# design 1

**Design 1: port wiring**

Drawn at 4 px/um.
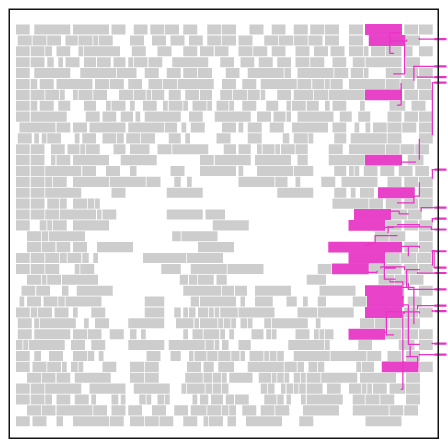

### config.mk
export PLATFORM = sky130hd
export DESIGN_NAME = ddr_port_arbiter_flat
export DESIGN_NICKNAME = d
export VERILOG_FILES = /design/src/rtl/ddr_port_arbiter_if.sv /design/src/rtl/ddr_port_arbiter.sv /design/src/flat_wrapper.sv
export SDC_FILE = /design/constraint.sdc
export NUM_CORES = 1
export LEC_CHECK = 0
export CORE_UTILIZATION = 44
export DETAILED_ROUTE_END_ITERATION = 8
export GPL_ROUTABILITY_DRIVEN = 0
export PLACE_DENSITY = 0.95
export SETUP_SLACK_MARGIN = 0.02
export SYNTH_ARGS = -nofsm -noshare
export SYNTH_HDL_FRONTEND = slang
export SYNTH_SLANG_ARGS = --single-unit
### constraint.sdc
create_clock -name clk -period 8.2 [get_ports clk]
set_input_delay 1.23 -clock clk [delete_from_list [all_inputs] [get_ports clk]]
set_output_delay 1.23 -clock clk [all_outputs]
set_load 0.05 [all_outputs]
### src/rtl/ddr_port_arbiter_if.sv
// Client and DDR-controller handshake signals of the four-client DDR port arbiter.
// The slave modport is the arbiter's view; master is the clients and the DDR controller.
interface ddr_port_arbiter_if #(
    parameter int ADDR_W = 24,
    parameter int DATA_W = 16
);
    logic              rd0_req;
    logic [ADDR_W-1:0] rd0_addr;
    logic              rd0_ack;
    logic              rd1_req;
    logic [ADDR_W-1:0] rd1_addr;
    logic              rd1_ack;
    logic [DATA_W-1:0] rd_data;
    logic              wr0_req;
    logic [ADDR_W-1:0] wr0_addr;
    logic [DATA_W-1:0] wr0_data;
    logic              wr0_ack;
    logic              wr1_req;
    logic [ADDR_W-1:0] wr1_addr;
    logic [DATA_W-1:0] wr1_data;
    logic              wr1_ack;
    logic              ddr_read;
    logic [ADDR_W-1:0] ddr_read_addr;
    logic              ddr_read_ack;
    logic [DATA_W-1:0] ddr_read_data;
    logic              ddr_write;
    logic [ADDR_W-1:0] ddr_write_addr;
    logic [DATA_W-1:0] ddr_write_data;
    logic              ddr_write_ack;
    logic              busy;

    modport slave (
        input  rd0_req, rd0_addr, rd1_req, rd1_addr,
        input  wr0_req, wr0_addr, wr0_data, wr1_req, wr1_addr, wr1_data,
        input  ddr_read_ack, ddr_read_data, ddr_write_ack,
        output rd0_ack, rd1_ack, rd_data, wr0_ack, wr1_ack,
        output ddr_read, ddr_read_addr, ddr_write, ddr_write_addr, ddr_write_data, busy
    );

    modport master (
        output rd0_req, rd0_addr, rd1_req, rd1_addr,
        output wr0_req, wr0_addr, wr0_data, wr1_req, wr1_addr, wr1_data,
        output ddr_read_ack, ddr_read_data, ddr_write_ack,
        input  rd0_ack, rd1_ack, rd_data, wr0_ack, wr1_ack,
        input  ddr_read, ddr_read_addr, ddr_write, ddr_write_addr, ddr_write_data, busy
    );
endinterface

### src/rtl/ddr_port_arbiter.sv
// Serialises four clients (display read, graphics read/write, host write) onto one DDR
// controller port; display reads have starvation-bounded priority, the rest are round-robin.
module ddr_port_arbiter #(
    parameter int ADDR_W       = 24,
    parameter int DATA_W       = 16,
    parameter int STARVE_LIMIT = 8
) (
    input  logic            clk,
    input  logic            rst,
    ddr_port_arbiter_if.slave bus
);
    typedef enum logic [1:0] {IDLE, WAIT, RELEASE} state_t;

    // Client index: bit 1 set means a write client, so grant[1] selects the DDR direction.
    localparam logic [1:0] C_RD0 = 2'd0;
    localparam logic [1:0] C_RD1 = 2'd1;
    localparam logic [1:0] C_WR1 = 2'd3;
    localparam logic [7:0] LIMIT = 8'(STARVE_LIMIT);

    state_t                  state;
    logic [1:0]              grant, rr_ptr, rr_win, win, c1, c2;
    logic [7:0]              starve_cnt;
    logic [3:0]              req, ack;
    logic [3:0][ADDR_W-1:0]  addr;
    logic [DATA_W-1:0]       win_wdata;
    logic                    others, starve_hit, win_any, ddr_ack_any, cur_ack;
    logic                    ddr_read, ddr_write, busy;
    logic [ADDR_W-1:0]       ddr_read_addr, ddr_write_addr;
    logic [DATA_W-1:0]       ddr_write_data, rd_data;

    function automatic logic [1:0] rr_next(input logic [1:0] p);
        return (p == C_WR1) ? C_RD1 : p + 2'd1;
    endfunction

    assign req  = {bus.wr1_req, bus.wr0_req, bus.rd1_req, bus.rd0_req};
    assign addr = {bus.wr1_addr, bus.wr0_addr, bus.rd1_addr, bus.rd0_addr};

    assign c1         = rr_next(rr_ptr);
    assign c2         = rr_next(c1);
    assign others     = |req[3:1];
    assign starve_hit = (starve_cnt == LIMIT) && others;
    assign win_any    = |req;
    assign ddr_ack_any = bus.ddr_read_ack | bus.ddr_write_ack;
    assign cur_ack    = grant[1] ? bus.ddr_write_ack : bus.ddr_read_ack;
    assign win_wdata  = win[0] ? bus.wr1_data : bus.wr0_data;

    always_comb begin
        rr_win = c2;
        if (req[rr_ptr])  rr_win = rr_ptr;
        else if (req[c1]) rr_win = c1;
        win = (req[C_RD0] && !starve_hit) ? C_RD0 : rr_win;
    end

    always_ff @(posedge clk or posedge rst) begin
        if (rst) begin
            state          <= IDLE;
            grant          <= C_RD0;
            rr_ptr         <= C_RD1;
            starve_cnt     <= '0;
            ack            <= '0;
            busy           <= 1'b0;
            ddr_read       <= 1'b0;
            ddr_write      <= 1'b0;
            ddr_read_addr  <= '0;
            ddr_write_addr <= '0;
            ddr_write_data <= '0;
            rd_data        <= '0;
        end else begin
            ack <= '0;
            case (state)
                IDLE: begin
                    // A lingering ack from the previous transaction blocks the next grant.
                    if (!ddr_ack_any && win_any) begin
                        grant <= win;
                        state <= WAIT;
                        busy  <= 1'b1;
                        if (win[1]) begin
                            ddr_write      <= 1'b1;
                            ddr_write_addr <= addr[win];
                            ddr_write_data <= win_wdata;
                        end else begin
                            ddr_read      <= 1'b1;
                            ddr_read_addr <= addr[win];
                        end
                        if (win == C_RD0) begin
                            if (others && starve_cnt < LIMIT) starve_cnt <= starve_cnt + 8'd1;
                        end else begin
                            starve_cnt <= '0;
                            rr_ptr     <= rr_next(win);
                        end
                    end
                end
                WAIT: begin
                    if (cur_ack) begin
                        if (!grant[1]) rd_data <= bus.ddr_read_data;
                        ack[grant] <= 1'b1;
                        ddr_read   <= 1'b0;
                        ddr_write  <= 1'b0;
                        state      <= RELEASE;
                    end
                end
                RELEASE: begin
                    if (!cur_ack) begin
                        state <= IDLE;
                        busy  <= 1'b0;
                    end
                end
                default: state <= IDLE;
            endcase
        end
    end

    assign bus.rd0_ack        = ack[0];
    assign bus.rd1_ack        = ack[1];
    assign bus.wr0_ack        = ack[2];
    assign bus.wr1_ack        = ack[3];
    assign bus.rd_data        = rd_data;
    assign bus.ddr_read       = ddr_read;
    assign bus.ddr_read_addr  = ddr_read_addr;
    assign bus.ddr_write      = ddr_write;
    assign bus.ddr_write_addr = ddr_write_addr;
    assign bus.ddr_write_data = ddr_write_data;
    assign bus.busy           = busy;
endmodule

### src/flat_wrapper.sv
// flat-port wrapper written by rule: the top's interface ports become plain ports
module ddr_port_arbiter_flat 
#(
    parameter int ADDR_W       = 24,
    parameter int DATA_W       = 16,
    parameter int STARVE_LIMIT = 8
)
  (clk, rst, bus_rd0_req, bus_rd0_addr, bus_rd1_req, bus_rd1_addr, bus_wr0_req, bus_wr0_addr, bus_wr0_data, bus_wr1_req, bus_wr1_addr, bus_wr1_data, bus_ddr_read_ack, bus_ddr_read_data, bus_ddr_write_ack, bus_rd0_ack, bus_rd1_ack, bus_rd_data, bus_wr0_ack, bus_wr1_ack, bus_ddr_read, bus_ddr_read_addr, bus_ddr_write, bus_ddr_write_addr, bus_ddr_write_data, bus_busy);
  ddr_port_arbiter_if #(.ADDR_W(ADDR_W), .DATA_W(DATA_W)) bus_i ();
  input  logic clk;
  input  logic rst;
  input wire logic [$bits(bus_i.rd0_req)-1:0] bus_rd0_req;
  input wire logic [$bits(bus_i.rd0_addr)-1:0] bus_rd0_addr;
  input wire logic [$bits(bus_i.rd1_req)-1:0] bus_rd1_req;
  input wire logic [$bits(bus_i.rd1_addr)-1:0] bus_rd1_addr;
  input wire logic [$bits(bus_i.wr0_req)-1:0] bus_wr0_req;
  input wire logic [$bits(bus_i.wr0_addr)-1:0] bus_wr0_addr;
  input wire logic [$bits(bus_i.wr0_data)-1:0] bus_wr0_data;
  input wire logic [$bits(bus_i.wr1_req)-1:0] bus_wr1_req;
  input wire logic [$bits(bus_i.wr1_addr)-1:0] bus_wr1_addr;
  input wire logic [$bits(bus_i.wr1_data)-1:0] bus_wr1_data;
  input wire logic [$bits(bus_i.ddr_read_ack)-1:0] bus_ddr_read_ack;
  input wire logic [$bits(bus_i.ddr_read_data)-1:0] bus_ddr_read_data;
  input wire logic [$bits(bus_i.ddr_write_ack)-1:0] bus_ddr_write_ack;
  output wire logic [$bits(bus_i.rd0_ack)-1:0] bus_rd0_ack;
  output wire logic [$bits(bus_i.rd1_ack)-1:0] bus_rd1_ack;
  output wire logic [$bits(bus_i.rd_data)-1:0] bus_rd_data;
  output wire logic [$bits(bus_i.wr0_ack)-1:0] bus_wr0_ack;
  output wire logic [$bits(bus_i.wr1_ack)-1:0] bus_wr1_ack;
  output wire logic [$bits(bus_i.ddr_read)-1:0] bus_ddr_read;
  output wire logic [$bits(bus_i.ddr_read_addr)-1:0] bus_ddr_read_addr;
  output wire logic [$bits(bus_i.ddr_write)-1:0] bus_ddr_write;
  output wire logic [$bits(bus_i.ddr_write_addr)-1:0] bus_ddr_write_addr;
  output wire logic [$bits(bus_i.ddr_write_data)-1:0] bus_ddr_write_data;
  output wire logic [$bits(bus_i.busy)-1:0] bus_busy;
  assign bus_i.rd0_req = bus_rd0_req;
  assign bus_i.rd0_addr = bus_rd0_addr;
  assign bus_i.rd1_req = bus_rd1_req;
  assign bus_i.rd1_addr = bus_rd1_addr;
  assign bus_i.wr0_req = bus_wr0_req;
  assign bus_i.wr0_addr = bus_wr0_addr;
  assign bus_i.wr0_data = bus_wr0_data;
  assign bus_i.wr1_req = bus_wr1_req;
  assign bus_i.wr1_addr = bus_wr1_addr;
  assign bus_i.wr1_data = bus_wr1_data;
  assign bus_i.ddr_read_ack = bus_ddr_read_ack;
  assign bus_i.ddr_read_data = bus_ddr_read_data;
  assign bus_i.ddr_write_ack = bus_ddr_write_ack;
  assign bus_rd0_ack = bus_i.rd0_ack;
  assign bus_rd1_ack = bus_i.rd1_ack;
  assign bus_rd_data = bus_i.rd_data;
  assign bus_wr0_ack = bus_i.wr0_ack;
  assign bus_wr1_ack = bus_i.wr1_ack;
  assign bus_ddr_read = bus_i.ddr_read;
  assign bus_ddr_read_addr = bus_i.ddr_read_addr;
  assign bus_ddr_write = bus_i.ddr_write;
  assign bus_ddr_write_addr = bus_i.ddr_write_addr;
  assign bus_ddr_write_data = bus_i.ddr_write_data;
  assign bus_busy = bus_i.busy;
  ddr_port_arbiter #(.ADDR_W(ADDR_W), .DATA_W(DATA_W), .STARVE_LIMIT(STARVE_LIMIT)) u_core (.clk(clk), .rst(rst), .bus(bus_i));
endmodule
# design 2

### src/rtl/mc_ctrl_hs.sv
// Multi-cycle MIPS-subset control FSM with memory handshakes
// and free-running cycle / retired-instruction counters.
module mc_ctrl_hs #(
  parameter int CNT_W = 32,
  parameter bit HS_EN = 1'b1
) (
  input  logic             clk,
  input  logic             rst,
  input  logic [3:0]       op,
  input  logic             zf,
  input  logic             imem_ack,
  input  logic             dmem_ack,
  output logic             imem_req,
  output logic             dmem_req,
  output logic             pc_wr,
  output logic [4:0]       lat_en,
  output logic             dm_wr,
  output logic             rf_wr,
  output logic             ext_sz,
  output logic             alu_a_sel,
  output logic [1:0]       alu_b_sel,
  output logic [2:0]       alu_ctrl,
  output logic [1:0]       rf_w_sel,
  output logic [1:0]       rf_din_sel,
  output logic [1:0]       pc_sel,
  output logic             illegal,
  output logic [3:0]       state,
  output logic [CNT_W-1:0] cycle_cnt,
  output logic [CNT_W-1:0] instret_cnt
);

  localparam logic [3:0] S_FETCH  = 4'd0;
  localparam logic [3:0] S_DECODE = 4'd1;
  localparam logic [3:0] S_MCALC  = 4'd2;
  localparam logic [3:0] S_MLOAD  = 4'd3;
  localparam logic [3:0] S_MSTORE = 4'd4;
  localparam logic [3:0] S_MLDFIN = 4'd5;
  localparam logic [3:0] S_REXEC  = 4'd6;
  localparam logic [3:0] S_RFIN   = 4'd7;
  localparam logic [3:0] S_IEXEC  = 4'd8;
  localparam logic [3:0] S_IFIN   = 4'd9;
  localparam logic [3:0] S_BRFIN  = 4'd10;
  localparam logic [3:0] S_JFIN   = 4'd11;
  localparam logic [3:0] S_JRFIN  = 4'd12;
  localparam logic [3:0] S_ILL    = 4'd13;

  localparam logic [3:0] OP_ADDU  = 4'd0;
  localparam logic [3:0] OP_SUBU  = 4'd1;
  localparam logic [3:0] OP_ORI   = 4'd2;
  localparam logic [3:0] OP_LW    = 4'd3;
  localparam logic [3:0] OP_SW    = 4'd4;
  localparam logic [3:0] OP_BEQ   = 4'd5;
  localparam logic [3:0] OP_JAL   = 4'd6;
  localparam logic [3:0] OP_BNE   = 4'd7;
  localparam logic [3:0] OP_ADDIU = 4'd8;
  localparam logic [3:0] OP_LUI   = 4'd9;
  localparam logic [3:0] OP_SLT   = 4'd10;
  localparam logic [3:0] OP_J     = 4'd11;
  localparam logic [3:0] OP_JR    = 4'd12;

  localparam logic [2:0] ALU_ADD = 3'd0;
  localparam logic [2:0] ALU_SUB = 3'd1;
  localparam logic [2:0] ALU_OR  = 3'd2;
  localparam logic [2:0] ALU_SLT = 3'd3;
  localparam logic [2:0] ALU_LUI = 3'd4;

  logic [3:0]       r_state;
  logic [3:0]       w_next;
  logic [CNT_W-1:0] r_cyc;
  logic [CNT_W-1:0] r_ins;
  logic             w_iack;
  logic             w_dack;
  logic             w_retire;

  assign w_iack = HS_EN ? imem_ack : 1'b1;
  assign w_dack = HS_EN ? dmem_ack : 1'b1;

  always_comb begin
    w_next     = S_FETCH;
    imem_req   = 1'b0;
    dmem_req   = 1'b0;
    pc_wr      = 1'b0;
    lat_en     = 5'b00000;
    dm_wr      = 1'b0;
    rf_wr      = 1'b0;
    ext_sz     = 1'b1;
    alu_a_sel  = 1'b0;
    alu_b_sel  = 2'd0;
    alu_ctrl   = ALU_ADD;
    rf_w_sel   = 2'd0;
    rf_din_sel = 2'd0;
    pc_sel     = 2'd0;
    illegal    = 1'b0;
    case (r_state)
      S_FETCH: begin
        imem_req  = 1'b1;
        pc_sel    = 2'd1;
        pc_wr     = w_iack;
        lat_en[4] = w_iack;
        w_next    = w_iack ? S_DECODE : S_FETCH;
      end
      S_DECODE: begin
        lat_en    = 5'b01001;
        alu_b_sel = 2'd2;
        unique case (1'b1)
          (op == OP_ADDU) || (op == OP_SUBU) || (op == OP_SLT):
            w_next = S_REXEC;
          (op == OP_LW) || (op == OP_SW):
            w_next = S_MCALC;
          (op == OP_ORI) || (op == OP_ADDIU) || (op == OP_LUI):
            w_next = S_IEXEC;
          (op == OP_BEQ) || (op == OP_BNE):
            w_next = S_BRFIN;
          (op == OP_JAL) || (op == OP_J):
            w_next = S_JFIN;
          (op == OP_JR):
            w_next = S_JRFIN;
          default:
            w_next = S_ILL;
        endcase
      end
      S_REXEC: begin
        alu_a_sel = 1'b1;
        alu_b_sel = 2'd1;
        lat_en[2] = 1'b1;
        alu_ctrl  = (op == OP_SUBU) ? ALU_SUB :
                    (op == OP_SLT)  ? ALU_SLT : ALU_ADD;
        w_next    = S_RFIN;
      end
      S_RFIN: begin
        rf_wr      = 1'b1;
        rf_w_sel   = 2'd1;
        rf_din_sel = 2'd1;
      end
      S_IEXEC: begin
        alu_a_sel = 1'b1;
        alu_b_sel = 2'd3;
        lat_en[2] = 1'b1;
        ext_sz    = (op != OP_ORI);
        alu_ctrl  = (op == OP_ORI) ? ALU_OR  :
                    (op == OP_LUI) ? ALU_LUI : ALU_ADD;
        w_next    = S_IFIN;
      end
      S_IFIN: begin
        rf_wr      = 1'b1;
        rf_din_sel = 2'd1;
      end
      S_MCALC: begin
        alu_a_sel = 1'b1;
        alu_b_sel = 2'd3;
        lat_en[2] = 1'b1;
        w_next    = (op == OP_LW) ? S_MLOAD : S_MSTORE;
      end
      S_MLOAD: begin
        dmem_req  = 1'b1;
        lat_en[1] = w_dack;
        w_next    = w_dack ? S_MLDFIN : S_MLOAD;
      end
      S_MLDFIN: begin
        rf_wr = 1'b1;
      end
      S_MSTORE: begin
        dmem_req = 1'b1;
        dm_wr    = 1'b1;
        w_next   = w_dack ? S_FETCH : S_MSTORE;
      end
      S_BRFIN: begin
        alu_a_sel = 1'b1;
        alu_b_sel = 2'd1;
        alu_ctrl  = ALU_SUB;
        pc_wr     = ((op == OP_BEQ) & zf) | ((op == OP_BNE) & ~zf);
      end
      S_JFIN: begin
        pc_sel = 2'd2;
        pc_wr  = 1'b1;
        if (op == OP_JAL) begin
          rf_wr      = 1'b1;
          rf_w_sel   = 2'd2;
          rf_din_sel = 2'd2;
        end
      end
      S_JRFIN: begin
        pc_sel = 2'd3;
        pc_wr  = 1'b1;
      end
      S_ILL: begin
        illegal = 1'b1;
      end
      default: w_next = S_FETCH;
    endcase
    // reset must silence every strobe, even FETCH's request
    if (!rst) begin
      imem_req = 1'b0;
      dmem_req = 1'b0;
      pc_wr    = 1'b0;
      lat_en   = 5'b00000;
      dm_wr    = 1'b0;
      rf_wr    = 1'b0;
      illegal  = 1'b0;
    end
  end

  assign w_retire = (w_next == S_FETCH) &&
                    (r_state != S_FETCH) &&
                    (r_state < S_ILL);

  always_ff @(posedge clk or negedge rst) begin
    if (!rst) begin
      r_state <= S_FETCH;
      r_cyc   <= '0;
      r_ins   <= '0;
    end else begin
      r_state <= w_next;
      r_cyc   <= r_cyc + CNT_W'(1);
      if (w_retire)
        r_ins <= r_ins + CNT_W'(1);
    end
  end

  assign state       = r_state;
  assign cycle_cnt   = r_cyc;
  assign instret_cnt = r_ins;

endmodule

### config.mk
export PLATFORM = sky130hd
export DESIGN_NAME = mc_ctrl_hs
export DESIGN_NICKNAME = d
export VERILOG_FILES = /design/src/rtl/mc_ctrl_hs.sv
export SDC_FILE = /design/constraint.sdc
export NUM_CORES = 1
export LEC_CHECK = 0
export CAP_MARGIN = 40
export CORE_MARGIN = 3
export CORE_UTILIZATION = 49
export DETAILED_ROUTE_END_ITERATION = 10
export PLACE_DENSITY = 0.81
export SYNTH_ARGS = -nofsm -noshare
export SYNTH_HDL_FRONTEND = slang
export SYNTH_SLANG_ARGS = --single-unit
### constraint.sdc
create_clock -name clk -period 2.92 [get_ports clk]
set_input_delay 0.438 -clock clk [delete_from_list [all_inputs] [get_ports clk]]
set_output_delay 0.438 -clock clk [all_outputs]
set_load 0.05 [all_outputs]
# design 3

<file path="config.mk">
export PLATFORM = sky130hd
export DESIGN_NAME = fetch_unit
export DESIGN_NICKNAME = d
export VERILOG_FILES = /design/src/rtl/fetch_unit.sv
export SDC_FILE = /design/constraint.sdc
export NUM_CORES = 1
export LEC_CHECK = 0
export ABC_AREA = 0
export CAP_MARGIN = 40
export CORE_UTILIZATION = 56
export CTS_BUF_LIST = sky130_fd_sc_hd__clkbuf_4 sky130_fd_sc_hd__clkbuf_8
export DETAILED_ROUTE_END_ITERATION = 10
export PLACE_DENSITY = 0.88
export SLEW_MARGIN = 5
export SYNTH_ARGS = -nofsm -noshare
export SYNTH_HDL_FRONTEND = slang
export SYNTH_SLANG_ARGS = --single-unit
</file>
<file path="constraint.sdc">
create_clock -name clk -period 23.8 [get_ports clk]
set_input_delay 4.76 -clock clk [delete_from_list [all_inputs] [get_ports clk]]
set_output_delay 4.76 -clock clk [all_outputs]
set_load 0.005 [all_outputs]
</file>
<file path="src/rtl/fetch_unit.sv">
// Instruction-fetch stage: issues in-order imem requests at pc_in, pairs responses
// with their PCs in a small fetch queue and hands {pc, instr} to decode.
module fetch_unit #(
  parameter int XLEN = 64,
  parameter int ILEN = 32,
  parameter int FQ_DEPTH = 2,
  parameter logic [XLEN-1:0] RESET_PC = '0
) (
  input  logic            clk,
  input  logic            reset,
  input  logic [XLEN-1:0] pc_in,
  output logic            pc_enable,
  output logic [XLEN-1:0] next_pc,
  input  logic            redirect_valid,
  input  logic [XLEN-1:0] redirect_pc,
  output logic            imem_req_valid,
  input  logic            imem_req_ready,
  output logic [XLEN-1:0] imem_req_addr,
  input  logic            imem_resp_valid,
  input  logic [ILEN-1:0] imem_resp_data,
  output logic            id_valid,
  input  logic            id_ready,
  output logic [XLEN-1:0] id_pc,
  output logic [ILEN-1:0] id_instr
);

  localparam int PW = $clog2(FQ_DEPTH);
  localparam int CW = PW + 1;

  logic [XLEN-1:0] q_pc_r    [FQ_DEPTH];
  logic [ILEN-1:0] q_instr_r [FQ_DEPTH];
  logic [PW-1:0]   q_head_r;
  logic [PW-1:0]   q_tail_r;
  logic [CW-1:0]   q_cnt_r;

  logic [XLEN-1:0] f_pc_r [FQ_DEPTH];
  logic [PW-1:0]   f_head_r;
  logic [PW-1:0]   f_tail_r;
  logic [CW-1:0]   out_cnt_r;
  logic [CW-1:0]   drop_cnt_r;

  logic          pop_s;
  logic          req_fire_s;
  logic          resp_ok_s;
  logic          resp_keep_s;
  logic [CW:0]   used_s;

  // A response with nothing outstanding is a protocol error and is ignored.
  assign resp_ok_s   = imem_resp_valid & (out_cnt_r != {CW{1'b0}});
  assign resp_keep_s = resp_ok_s & (drop_cnt_r == {CW{1'b0}}) & ~redirect_valid;
  assign pop_s       = id_valid & id_ready;

  // Credits: every outstanding request already owns a queue slot, so the queue cannot overflow.
  assign used_s = {1'b0, out_cnt_r} + {1'b0, q_cnt_r} - {{CW{1'b0}}, pop_s};
  assign imem_req_valid = ~reset & ~redirect_valid & (used_s < (CW+1)'(FQ_DEPTH));
  assign imem_req_addr  = pc_in;
  assign req_fire_s     = imem_req_valid & imem_req_ready;

  assign pc_enable = ~reset & (req_fire_s | redirect_valid);
  assign next_pc   = reset          ? RESET_PC :
                     redirect_valid ? redirect_pc : pc_in + XLEN'(4);

  assign id_valid = (q_cnt_r != {CW{1'b0}});
  assign id_pc    = q_pc_r[q_head_r];
  assign id_instr = q_instr_r[q_head_r];

  // Fetch queue: written from responses, drained by decode, flushed by redirect.
  always_ff @(posedge clk) begin
    if (reset) begin
      for (int i = 0; i < FQ_DEPTH; i++) begin
        q_pc_r[i]    <= {XLEN{1'b0}};
        q_instr_r[i] <= {ILEN{1'b0}};
      end
      q_head_r <= {PW{1'b0}};
      q_tail_r <= {PW{1'b0}};
      q_cnt_r  <= {CW{1'b0}};
    end else if (redirect_valid) begin
      q_head_r <= {PW{1'b0}};
      q_tail_r <= {PW{1'b0}};
      q_cnt_r  <= {CW{1'b0}};
    end else begin
      if (resp_keep_s) begin
        q_pc_r[q_tail_r]    <= f_pc_r[f_head_r];
        q_instr_r[q_tail_r] <= imem_resp_data;
        q_tail_r            <= q_tail_r + PW'(1);
      end
      if (pop_s) begin
        q_head_r <= q_head_r + PW'(1);
      end
      q_cnt_r <= q_cnt_r + CW'(resp_keep_s) - CW'(pop_s);
    end
  end

  // In-flight PC FIFO: one entry per accepted request, survives redirects until answered.
  always_ff @(posedge clk) begin
    if (reset) begin
      for (int i = 0; i < FQ_DEPTH; i++) begin
        f_pc_r[i] <= {XLEN{1'b0}};
      end
      f_head_r <= {PW{1'b0}};
      f_tail_r <= {PW{1'b0}};
    end else begin
      if (req_fire_s) begin
        f_pc_r[f_tail_r] <= pc_in;
        f_tail_r         <= f_tail_r + PW'(1);
      end
      if (resp_ok_s) begin
        f_head_r <= f_head_r + PW'(1);
      end
    end
  end

  // Outstanding and drop counters; a redirect marks everything still in flight as stale.
  always_ff @(posedge clk) begin
    if (reset) begin
      out_cnt_r  <= {CW{1'b0}};
      drop_cnt_r <= {CW{1'b0}};
    end else begin
      out_cnt_r <= out_cnt_r + CW'(req_fire_s) - CW'(resp_ok_s);
      if (redirect_valid) begin
        drop_cnt_r <= out_cnt_r - CW'(resp_ok_s);
      end else if (resp_ok_s && (drop_cnt_r != {CW{1'b0}})) begin
        drop_cnt_r <= drop_cnt_r - CW'(1);
      end else begin
        drop_cnt_r <= drop_cnt_r;
      end
    end
  end

endmodule

</file>

==> gallery <==
Cell outlines without signal wires.
Plate I
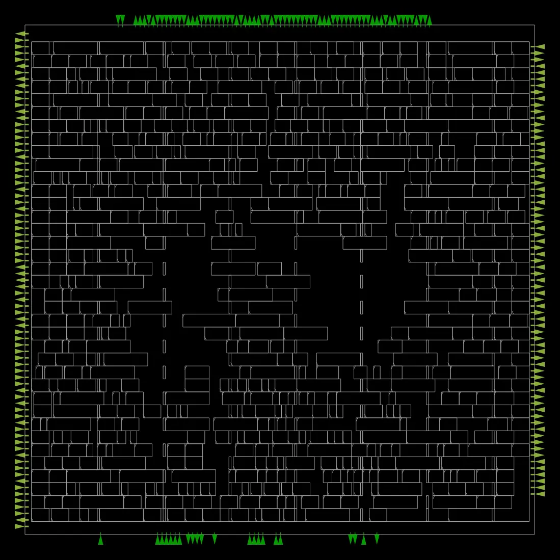
Plate II
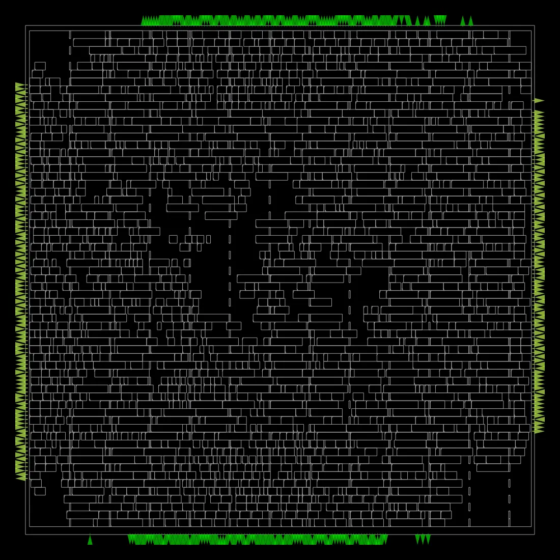
Plate III
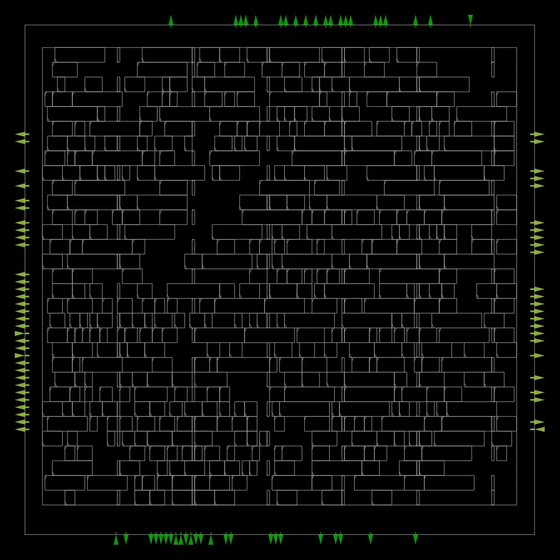
- Plate I = design 1
- Plate II = design 3
- Plate III = design 2

**Design 2: port wiring**

Drawn at 4 px/um.
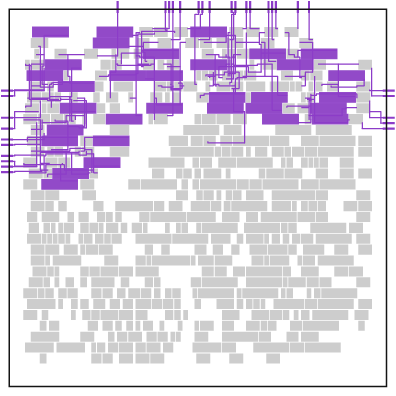
purple -> cycle_cnt  # bits 32, direction output, edge 17 top, 10 left, 5 right, end cells 32, buffers 32, wire 1,290 um
number of port buffers: 100
boundary pin count: 101

==> run notes, design 2 <==
fresh numbers from the pnr run: most used standard cells in the synthesized netlist=68 x dfrtp_1, 38 x xor2_1, 30 x nand2_1, 30 x nand3_1, 25 x nor2_1, clock insertion delay at the later pin of the skew report=0.34 ns, crit-path cells=nor2_2 > nand2_1 > o21ai_0 > and3_1 > clkdlybuf4s50_1, pwr dens=737.4 nW/um^2, ANT cells=0, Fin Setup TNS=0 ns, chip area=8820 um^2, Reg-to-Reg Start=state[1], number of core rows=31, clock buffer instance count of the final layout=12, part of the total power dissipated in the clock network=0.234, DR DRC count=0, overflow left after global routing=0, post-CTS repair timing setup buffer count=0, Die Wd=93.92 um, number of violations of the max-capacitance limit=0, htree depth=3, first-pass GRT wire length=15,730 um, TritonCTS clock tree=built, worst setup slack before clock tree synthesis=0.03758 ns, wire length per cell after detailed routing=15.54 um, Seq. pwr=0.00114 W, number of warnings in the stage logs=26, area figure in the yosys stat output=3787 um^2, Max FO, Critical Path=16, maximum number of pins on one net before global-route repair=51, status=finished, final reports clean, area growth from synthesis to layout=38.06%, highest metal layer with signal wires=met4, combinational share of cell area=0.3714, end point of the critical path=dmem_req, Clk pin slew, worst setup/hold paths=0.07 ns, Sw Pwr=0.001710 W, sequential cell count of the final layout=68, setup slack on the worst flop-to-flop path=0.39 ns, final net count=500, number of different library cells in the post-synthesis netlist=47, Mux area share=0.002973, Register-to-Register Path Depth=7
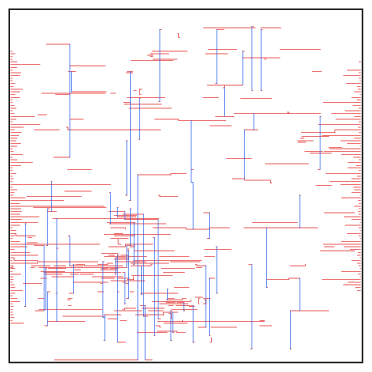
**Above:** design 3 (routed metal, one colour a layer).
Drawn at 2 px/um. Two of the layers only.
red -> metal 3  # wire length 3,320 um
blue -> metal 4  # wire length 1,440 um
aggregate global-route resource usage: 0.3010
wire length per cell after detailed routing: 22.01 um
count of vias placed by the detailed router: 12,690
final WL: 47,320 um

==> run notes, design 3 <==
fresh numbers from the pnr run: area fraction of the dominant cell type after synthesis=0.5674, Die Wd=175.9 um, final net count=1,898, number of different library cells in the post-synthesis netlist=59, Synth Seq Share=0.5816, final hold violation count=0, required arrival time at the worst endpoint=19.04 ns, Crit path buffers/inverters=2, clock buffer instance count of the final layout=68, Post-Synthesis Cells=1,412, part of the power in combinational logic=0.212, number of warnings in the stage logs=26, htree depth=2, sort of element at the end of the critical path=output pin, Registers, synthesis=332, post-synth tally of flip-flops with integrated enable=320, Post-CTS Hold Buffers=0, largest registers=f_pc_r x128, q_pc_r x128, q_instr_r x64, vertical die size=175.9 um, warning count from the yosys run=0, area figure in the yosys stat output=16,930 um^2, met3 wirelength from detailed routing=3323 um, Comb area=6163 um^2, number of violations of the max-capacitance limit=0, status=finished, final reports clean, power of the combinational group=0.000317 W, Final Non-Filler Cells=2,150, number of port buffers=392, critical path's largest stage delay=0.84 ns, via/cell ratio=5.901, Leak Pwr=7.807 nW
**Design 1: register map, names as in the netlist**

Drawn at 6 px/um. Other sequential cells in the stronger grey, the rest of the logic in the fainter grey.
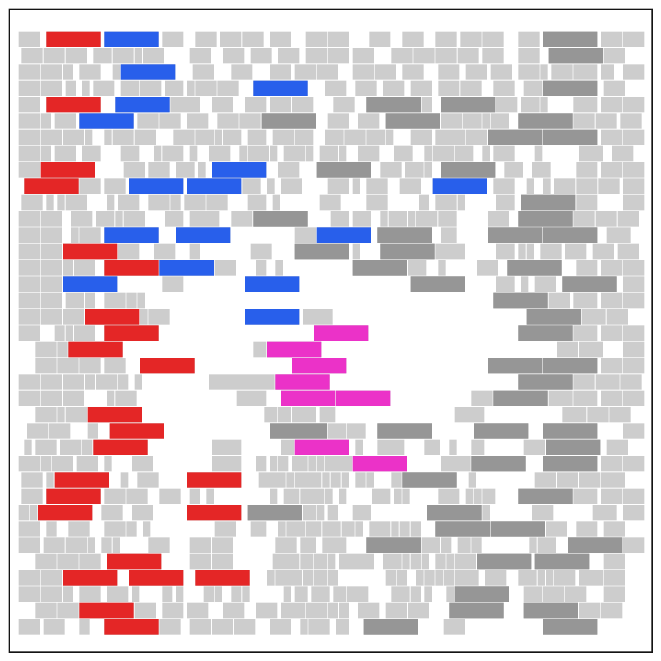
magenta -> u_core.starve_cnt  # placed flops 8, where middle
blue -> u_core.bus.ddr_write_data  # placed flops 16
red -> u_core.bus.ddr_read_addr  # placed flops 24

Notes on 'port wiring' of design 1 above:
magenta -> bus_rd_data  # bits 16, direction output, edge right, end cells 16, buffers 16, wire 275 um
boundary pin count: 239
number of port buffers: 238

==> run notes, design 1 <==
fresh numbers from the pnr run: antenna violations before repair=0, Slew Limit Headroom=0.2997, net switching fraction of the power=0.4898, max-slew violation count=0, non-clock inverter count=11, count leader, synth=dfrtp_1, Max Clock Skew=0.009249 ns, count of instances resized after the clock tree is built=0, DR DRC count=0, vias in the first global route=4,152, sort of element at the end of the critical path=flop, DP Area=7237 um^2, count of vias placed by the detailed router=4,032, crit-path cells=clkdlybuf4s50_1 > nor3_1 > o41ai_2 > a21boi_1 > nand2_4 > ha_1 > nor2_1 > nor2_1 > a21oi_1, ys async rst share=1.000, status=finished, final reports clean, Final Hold Slack=0.4817 ns, pwr dens=402.9 nW/um^2, fp util=0.4607, GR Layer Usage met2=0.4152, cell internal power dissipation=0.001527 W, class of the tightest hold or removal check=flop to flop, GRT met1 Usage=0.2369, post-route design area=7428 um^2, unrepaired setup endpoints after global routing=no

# design 4

**Design 4: metal 3**

Drawn at 1.5 px/um.
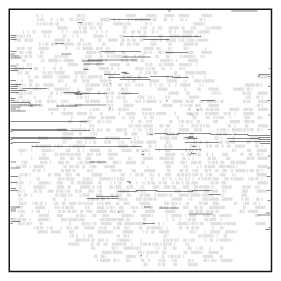

===== src/rtl/mdu_pkg.sv =====
// mdu_pkg: shared encodings for the multiply/divide unit and its divider
package mdu_pkg;
  localparam int DIV_WIDTH = 32;
  typedef enum logic [1:0] {S_IDLE, S_CALC, S_FIX} div_state_t;
  typedef enum logic [2:0] {OP_DIV, OP_DIVU, OP_MULT, OP_MULTU, OP_MFHI, OP_MFLO, OP_MTHI, OP_MTLO} mdu_op_t;
endpackage


===== src/rtl/div_step.sv =====
// div_step: one restoring-division iteration, shifting in the next dividend bit
module div_step #(
  parameter int WIDTH = 32
) (
  input  logic [WIDTH-1:0] i_rem,
  input  logic             i_q_msb,
  input  logic [WIDTH-1:0] i_dvs,
  output logic [WIDTH-1:0] o_next_rem,
  output logic             o_q_bit
);
  logic [WIDTH:0] w_trial;
  // trial subtract one bit wider than the operands so its sign decides the quotient bit
  always_comb begin
    w_trial    = {i_rem, i_q_msb} - {1'b0, i_dvs};
    o_q_bit    = ~w_trial[WIDTH];
    o_next_rem = o_q_bit ? w_trial[WIDTH-1:0] : {i_rem[WIDTH-2:0], i_q_msb};
  end
endmodule


===== src/rtl/mdu_divider.sv =====
// mdu_divider: iterative signed/unsigned restoring divider producing quotient and remainder
module mdu_divider import mdu_pkg::*; #(
  parameter int WIDTH = DIV_WIDTH
) (
  input  logic             clk,
  input  logic             reset,
  input  logic             i_start,
  input  logic             i_is_signed,
  input  logic [WIDTH-1:0] i_dividend,
  input  logic [WIDTH-1:0] i_divisor,
  output logic             o_busy,
  output logic             o_done,
  output logic             o_div_zero,
  output logic [WIDTH-1:0] o_quotient,
  output logic [WIDTH-1:0] o_remainder
);
  localparam int CW = $clog2(WIDTH) + 1;
  div_state_t       r_state;
  logic [CW-1:0]    r_cnt;
  logic [WIDTH-1:0] r_rem, r_q, r_dvs;
  logic             r_q_neg, r_r_neg;
  logic [WIDTH-1:0] w_dvd_abs, w_dvs_abs, w_next_rem;
  logic             w_q_bit, w_dvd_neg, w_dvs_neg;
  // magnitudes are taken as unsigned so the most negative value maps to itself
  always_comb begin
    w_dvd_neg = i_is_signed & i_dividend[WIDTH-1];
    w_dvs_neg = i_is_signed & i_divisor[WIDTH-1];
    w_dvd_abs = w_dvd_neg ? -i_dividend : i_dividend;
    w_dvs_abs = w_dvs_neg ? -i_divisor : i_divisor;
  end
  div_step #(.WIDTH(WIDTH)) u_step (
    .i_rem      (r_rem),
    .i_q_msb    (r_q[WIDTH-1]),
    .i_dvs      (r_dvs),
    .o_next_rem (w_next_rem),
    .o_q_bit    (w_q_bit)
  );
  // control FSM: capture operands, iterate WIDTH times, then sign-fix into the result registers
  always_ff @(posedge clk) begin
    if (reset) begin
      r_state     <= S_IDLE;
      r_cnt       <= '0;
      r_rem       <= '0;
      r_q         <= '0;
      r_dvs       <= '0;
      r_q_neg     <= 1'b0;
      r_r_neg     <= 1'b0;
      o_busy      <= 1'b0;
      o_done      <= 1'b0;
      o_div_zero  <= 1'b0;
      o_quotient  <= '0;
      o_remainder <= '0;
    end else begin
      o_done     <= 1'b0;
      o_div_zero <= 1'b0;
      case (r_state)
        S_IDLE: if (i_start) begin
          if (i_divisor == '0) begin
            o_done     <= 1'b1;
            o_div_zero <= 1'b1;
          end else begin
            r_state <= S_CALC;
            o_busy  <= 1'b1;
            r_cnt   <= CW'(WIDTH);
            r_rem   <= '0;
            r_q     <= w_dvd_abs;
            r_dvs   <= w_dvs_abs;
            r_q_neg <= w_dvd_neg ^ w_dvs_neg;
            r_r_neg <= w_dvd_neg;
          end
        end
        S_CALC: begin
          r_rem <= w_next_rem;
          r_q   <= {r_q[WIDTH-2:0], w_q_bit};
          r_cnt <= r_cnt - 1'b1;
          if (r_cnt == CW'(1)) r_state <= S_FIX;
        end
        S_FIX: begin
          o_quotient  <= r_q_neg ? -r_q : r_q;
          o_remainder <= r_r_neg ? -r_rem : r_rem;
          o_done      <= 1'b1;
          o_busy      <= 1'b0;
          r_state     <= S_IDLE;
        end
        default: r_state <= S_IDLE;
      endcase
    end
  end
endmodule


===== config.mk =====
export PLATFORM = sky130hd
export DESIGN_NAME = mdu_divider
export DESIGN_NICKNAME = d
export VERILOG_FILES = /design/src/rtl/mdu_pkg.sv /design/src/rtl/div_step.sv /design/src/rtl/mdu_divider.sv
export SDC_FILE = /design/constraint.sdc
export NUM_CORES = 1
export LEC_CHECK = 0
export ABC_CLOCK_PERIOD_IN_PS = 3110
export CORE_UTILIZATION = 36
export CTS_BUF_LIST = sky130_fd_sc_hd__clkbuf_4 sky130_fd_sc_hd__clkbuf_8
export DETAILED_ROUTE_END_ITERATION = 10
export DONT_BUFFER_PORTS = 1
export PLACE_DENSITY = 0.49
export SYNTH_ARGS = -nofsm -noshare
export SYNTH_HDL_FRONTEND = slang
export SYNTH_SLANG_ARGS = --single-unit

===== constraint.sdc =====
create_clock -name clk -period 3.11 [get_ports clk]
set_input_delay 0.4665 -clock clk [delete_from_list [all_inputs] [get_ports clk]]
set_output_delay 0.4665 -clock clk [all_outputs]
set_load 0.02 [all_outputs]

# design 5

File: config.mk
export PLATFORM = sky130hd
export DESIGN_NAME = otp_auth_ctrl
export DESIGN_NICKNAME = d
export VERILOG_FILES = /design/src/rtl/otp_auth_ctrl.sv
export SDC_FILE = /design/constraint.sdc
export NUM_CORES = 1
export LEC_CHECK = 0
export CAP_MARGIN = 20
export CORE_AREA = 2 2 101 103
export CTS_BUF_LIST = sky130_fd_sc_hd__clkbuf_8
export CTS_CLUSTER_SIZE = 8
export DETAILED_ROUTE_END_ITERATION = 12
export DIE_AREA = 0 0 103 105
export GPL_TIMING_DRIVEN = 0
export PLACE_DENSITY = 0.46
export SYNTH_ARGS = -nofsm -noshare
export SYNTH_HDL_FRONTEND = slang
export SYNTH_SLANG_ARGS = --single-unit
File: constraint.sdc
create_clock -name clk -period 3.5 [get_ports clk]
set_input_delay 0.7 -clock clk [delete_from_list [all_inputs] [get_ports clk]]
set_output_delay 0.7 -clock clk [all_outputs]
set_load 0.02 [all_outputs]
File: src/rtl/otp_auth_ctrl.sv
// Two-digit one-time-password check: captures an OTP from the LFSR, collects two
// user digits, compares them, and enforces retry limits, an entry timeout and a lockout.
module otp_auth_ctrl #(
  parameter int MAX_TRIES   = 3,
  parameter int TIMEOUT_CYC = 1000,
  parameter int LOCK_CYC    = 5000
) (
  input  logic       clk,
  input  logic       reset_n,
  input  logic       otp_latch,
  input  logic       user_latch,
  input  logic [3:0] user_in,
  input  logic [7:0] otp_code,
  output logic [7:0] otp_digits,
  output logic [7:0] entry_digits,
  output logic [1:0] entry_cnt,
  output logic       pass,
  output logic       fail,
  output logic       expired,
  output logic       locked,
  output logic [1:0] tries_left,
  output logic       lfsr_hold
);

  typedef enum logic [2:0] {
    S_IDLE, S_WAIT_D0, S_WAIT_D1, S_CHECK, S_PASS, S_LOCK
  } state_e;

  localparam logic [1:0]  TRIES_INIT   = 2'(MAX_TRIES);
  localparam logic [15:0] TIMEOUT_LAST = 16'(TIMEOUT_CYC - 1);
  localparam logic [15:0] LOCK_LAST    = 16'(LOCK_CYC - 1);

  state_e      state_q, state_d;
  logic [7:0]  otp_digits_q, otp_digits_d;
  logic [7:0]  entry_digits_q, entry_digits_d;
  logic [1:0]  entry_cnt_q, entry_cnt_d;
  logic        pass_q, pass_d;
  logic        fail_q, fail_d;
  logic        expired_q, expired_d;
  logic        locked_q, locked_d;
  logic [1:0]  tries_left_q, tries_left_d;
  logic        lfsr_hold_q, lfsr_hold_d;
  logic [15:0] timer_q, timer_d;

  function automatic logic [15:0] timer_inc(input logic [15:0] t);
    return (t == 16'hFFFF) ? t : t + 16'd1;
  endfunction

  always_comb begin
    state_d        = state_q;
    otp_digits_d   = otp_digits_q;
    entry_digits_d = entry_digits_q;
    entry_cnt_d    = entry_cnt_q;
    pass_d         = pass_q;
    fail_d         = 1'b0;
    expired_d      = 1'b0;
    locked_d       = locked_q;
    tries_left_d   = tries_left_q;
    timer_d        = timer_q;

    case (state_q)
      S_IDLE: begin
        if (otp_latch) begin
          otp_digits_d = otp_code;
          entry_cnt_d  = 2'd0;
          timer_d      = 16'd0;
          state_d      = S_WAIT_D0;
        end
      end
      S_WAIT_D0, S_WAIT_D1: begin
        // A new OTP request outranks a digit strobe and keeps the remaining tries.
        if (otp_latch) begin
          otp_digits_d = otp_code;
          entry_cnt_d  = 2'd0;
          timer_d      = 16'd0;
          state_d      = S_WAIT_D0;
        end else if (user_latch) begin
          timer_d = 16'd0;
          if (state_q == S_WAIT_D0) begin
            entry_digits_d[7:4] = user_in;
            entry_cnt_d         = 2'd1;
            state_d             = S_WAIT_D1;
          end else begin
            entry_digits_d[3:0] = user_in;
            entry_cnt_d         = 2'd2;
            state_d             = S_CHECK;
          end
        end else if (timer_q == TIMEOUT_LAST) begin
          expired_d    = 1'b1;
          otp_digits_d = 8'h00;
          entry_cnt_d  = 2'd0;
          timer_d      = 16'd0;
          state_d      = S_IDLE;
        end else begin
          timer_d = timer_inc(timer_q);
        end
      end
      S_CHECK: begin
        timer_d = 16'd0;
        if (entry_digits_q == otp_digits_q) begin
          pass_d       = 1'b1;
          tries_left_d = TRIES_INIT;
          state_d      = S_PASS;
        end else if (tries_left_q > 2'd1) begin
          fail_d         = 1'b1;
          tries_left_d   = tries_left_q - 2'd1;
          entry_cnt_d    = 2'd0;
          entry_digits_d = 8'h00;
          state_d        = S_WAIT_D0;
        end else begin
          fail_d       = 1'b1;
          tries_left_d = 2'd0;
          locked_d     = 1'b1;
          state_d      = S_LOCK;
        end
      end
      S_PASS: begin
        if (otp_latch) begin
          pass_d       = 1'b0;
          otp_digits_d = otp_code;
          entry_cnt_d  = 2'd0;
          timer_d      = 16'd0;
          state_d      = S_WAIT_D0;
        end
      end
      S_LOCK: begin
        if (timer_q == LOCK_LAST) begin
          locked_d     = 1'b0;
          tries_left_d = TRIES_INIT;
          timer_d      = 16'd0;
          state_d      = S_IDLE;
        end else begin
          timer_d = timer_inc(timer_q);
        end
      end
      default: state_d = S_IDLE;
    endcase

    lfsr_hold_d = (state_d == S_WAIT_D0) || (state_d == S_WAIT_D1) ||
                  (state_d == S_CHECK)   || (state_d == S_PASS);
  end

  always_ff @(posedge clk or negedge reset_n) begin
    if (!reset_n) begin
      state_q        <= S_IDLE;
      otp_digits_q   <= 8'h00;
      entry_digits_q <= 8'h00;
      entry_cnt_q    <= 2'd0;
      pass_q         <= 1'b0;
      fail_q         <= 1'b0;
      expired_q      <= 1'b0;
      locked_q       <= 1'b0;
      tries_left_q   <= TRIES_INIT;
      lfsr_hold_q    <= 1'b0;
      timer_q        <= 16'd0;
    end else begin
      state_q        <= state_d;
      otp_digits_q   <= otp_digits_d;
      entry_digits_q <= entry_digits_d;
      entry_cnt_q    <= entry_cnt_d;
      pass_q         <= pass_d;
      fail_q         <= fail_d;
      expired_q      <= expired_d;
      locked_q       <= locked_d;
      tries_left_q   <= tries_left_d;
      lfsr_hold_q    <= lfsr_hold_d;
      timer_q        <= timer_d;
    end
  end

  assign otp_digits   = otp_digits_q;
  assign entry_digits = entry_digits_q;
  assign entry_cnt    = entry_cnt_q;
  assign pass         = pass_q;
  assign fail         = fail_q;
  assign expired      = expired_q;
  assign locked       = locked_q;
  assign tries_left   = tries_left_q;
  assign lfsr_hold    = lfsr_hold_q;

endmodule

**Design 4: routed metal, one colour a layer**

Drawn at 2 px/um. Two of the layers only.
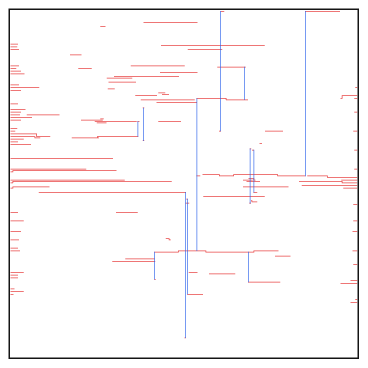
blue -> metal 4  # wire length 456 um
red -> metal 3  # wire length 1,440 um

About 'metal 3' of design 4:
share of all routed wire = 4.6%
longest straight run = 79.4 um
main direction = horizontal
wire length on this layer = 1,440 um
nets with wire on the layer = 103

==> run notes, design 4 <==
fresh numbers from the pnr run: unrepaired setup endpoints after global routing=yes, CP delay by family, top=AND-OR/OR-AND gates, first-pass GRT wire length=50,430 um, Seq. pwr=0.00242 W, # placed instances=1,765, Reg-to-Reg Start=r_rem[4], number of port buffers=0, Die Wd=173.8 um, Fill cells=3,023, aggregate global-route resource usage=0.2097, Post-CTS Hold Buffers=0, sequential cell count of the final layout=173, power of the combinational group=0.00120 W, Registers, synthesis=173, share of layout cells above drive strength 1=0.1518, leading cell types by total area after synthesis=dfxtp_1 33%, xor2_1 6.5%, nand2_1 5.9%, buffering overhead=0.08254, worst flop-to-flop path endpoint=r_rem[6], leading cell category by total area=combinational gates, status=finished, final reports clean, cell count in the Yosys report=1,343, biggest combinational cell group after synthesis=AND-OR/OR-AND gates, Crit path buffers/inverters=4, required arrival time at the worst endpoint=3.45 ns, fp util=0.3680, most used standard cells in the synthesized netlist=173 x dfxtp_1, 166 x nand2_1, 120 x nor2_1, 103 x a21oi_1, 91 x o21ai_0, chip area=30,190 um^2, setup slack on the worst flop-to-flop path=0.04 ns, wire length per cell after detailed routing=17.58 um, simple logic cell fraction of the synthesized area=0.1903, xor and xnor area share after synthesis=0.1163, Taps Inserted=384, Met2 Routed Length=13,810 um, CTS buffer count=17, Post-Synthesis Cells=1,343, sequential power share=0.457, critical path's largest stage delay=0.34 ns, clock insertion delay at the later pin of the skew report=0.47 ns, met3 wirelength from detailed routing=1444 um, wire length on met1=16,050 um, Biggest consumer=sequential cells, Max Clock Skew=0.01523 ns, number of violations of the max-capacitance limit=0, worst setup path category=flop to flop
**Design 5: cell outlines without signal wires**

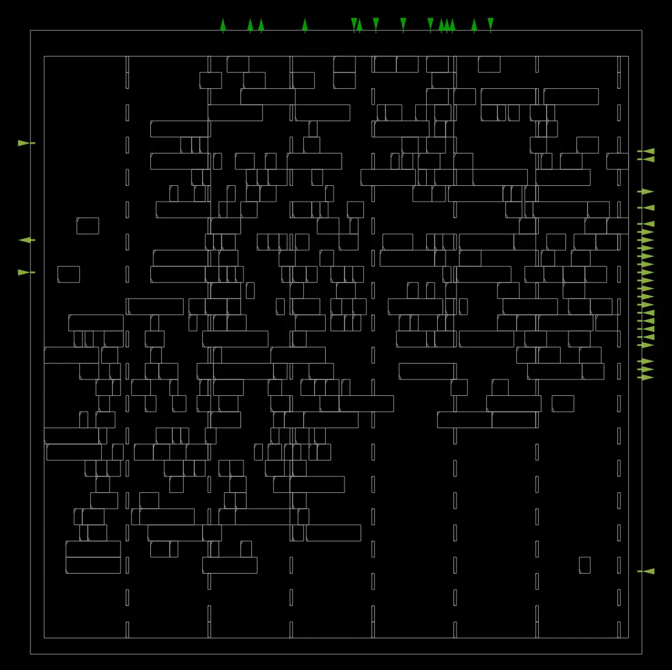
Taps Inserted: 133
Fill cells: 1,038
sequential cell count of the final layout: 44
flop share of the area: 0.3591

**Design 5: port wiring**

Drawn at 4 px/um.
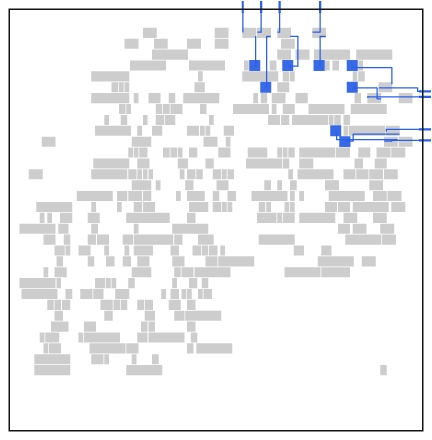
blue -> otp_code  # bits 8, direction input, edge 4 top, 4 right, end cells 8, buffers 8, wire 165 um
boundary pin count: 41
number of port buffers: 40

==> run notes, design 5 <==
fresh numbers from the pnr run: Compound-Gate Fraction of Synth Area=0.1654, P_clk=0.000395 W, Crit path buffers/inverters=3, critical path's largest stage delay=0.60 ns, number of warnings in the stage logs=26, GRT met1 Usage=0.1818, worst flop-to-flop path endpoint=timer_q[6], Biggest consumer=combinational cells, Worst-Margin Slew=0.9106 ns, power of the combinational group=0.000910 W, Post-Synthesis Cells=253, worst supply voltage drop on vdd=0.2152 mV, unrepaired setup endpoints after global routing=no, multi-input gate count=193, status=finished, final reports clean


==> screenshots <==
Wire density map.
shot_01.png
Drawn at 4 px/um. 19 x 19 tiles, from dark blue (low) to red (high), scaled to the fullest tile. Values are wire area over tile area, all layers added.
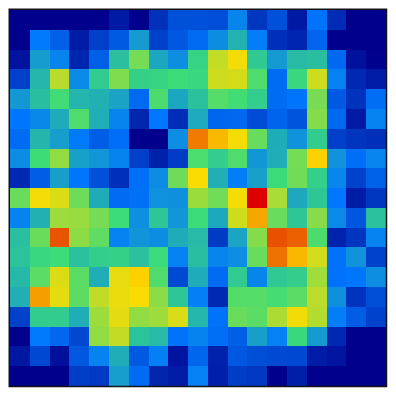
shot_02.png
Drawn at 2 px/um. 35 x 35 tiles, from dark blue (low) to red (high), scaled to the fullest tile. Values are wire area over tile area, all layers added.
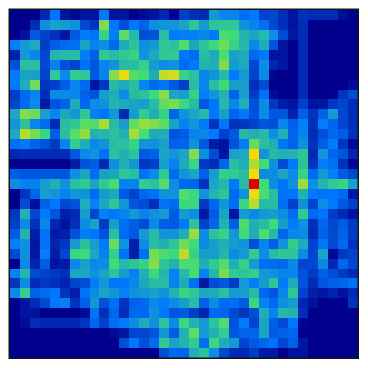
shot_03.png
Drawn at 2 px/um. 35 x 35 tiles, from dark blue (low) to red (high), scaled to the fullest tile. Values are wire area over tile area, all layers added.
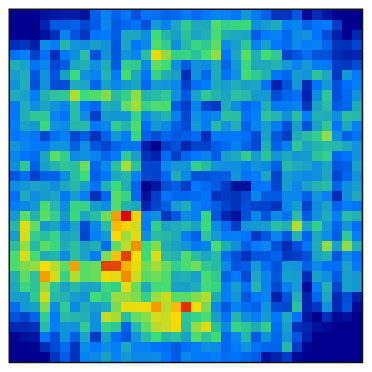
shot_04.png
Drawn at 4 px/um. 21 x 21 tiles, from dark blue (low) to red (high), scaled to the fullest tile. Values are wire area over tile area, all layers added.
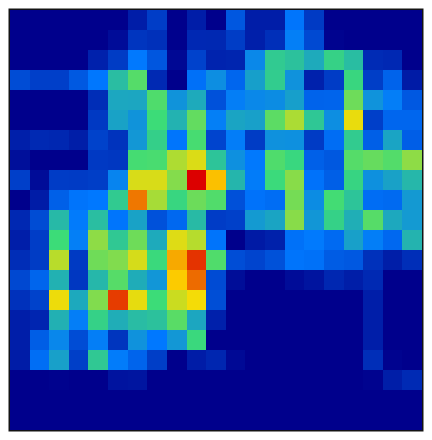
shot_05.png
Drawn at 4 px/um. 21 x 21 tiles, from dark blue (low) to red (high), scaled to the fullest tile. Values are wire area over tile area, all layers added.
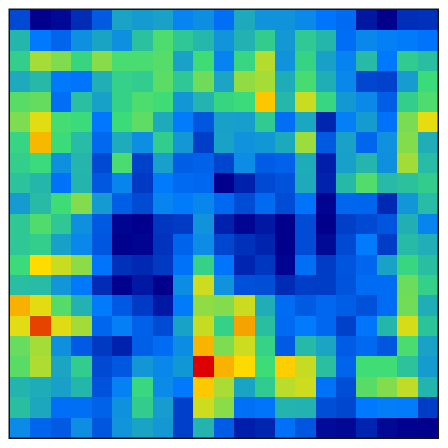
shot_04.png -> design 5
shot_03.png -> design 3
shot_02.png -> design 4
shot_01.png -> design 2
shot_05.png -> design 1
- smallest die: shot_01.png

Power and IR drop assume default switching activity.
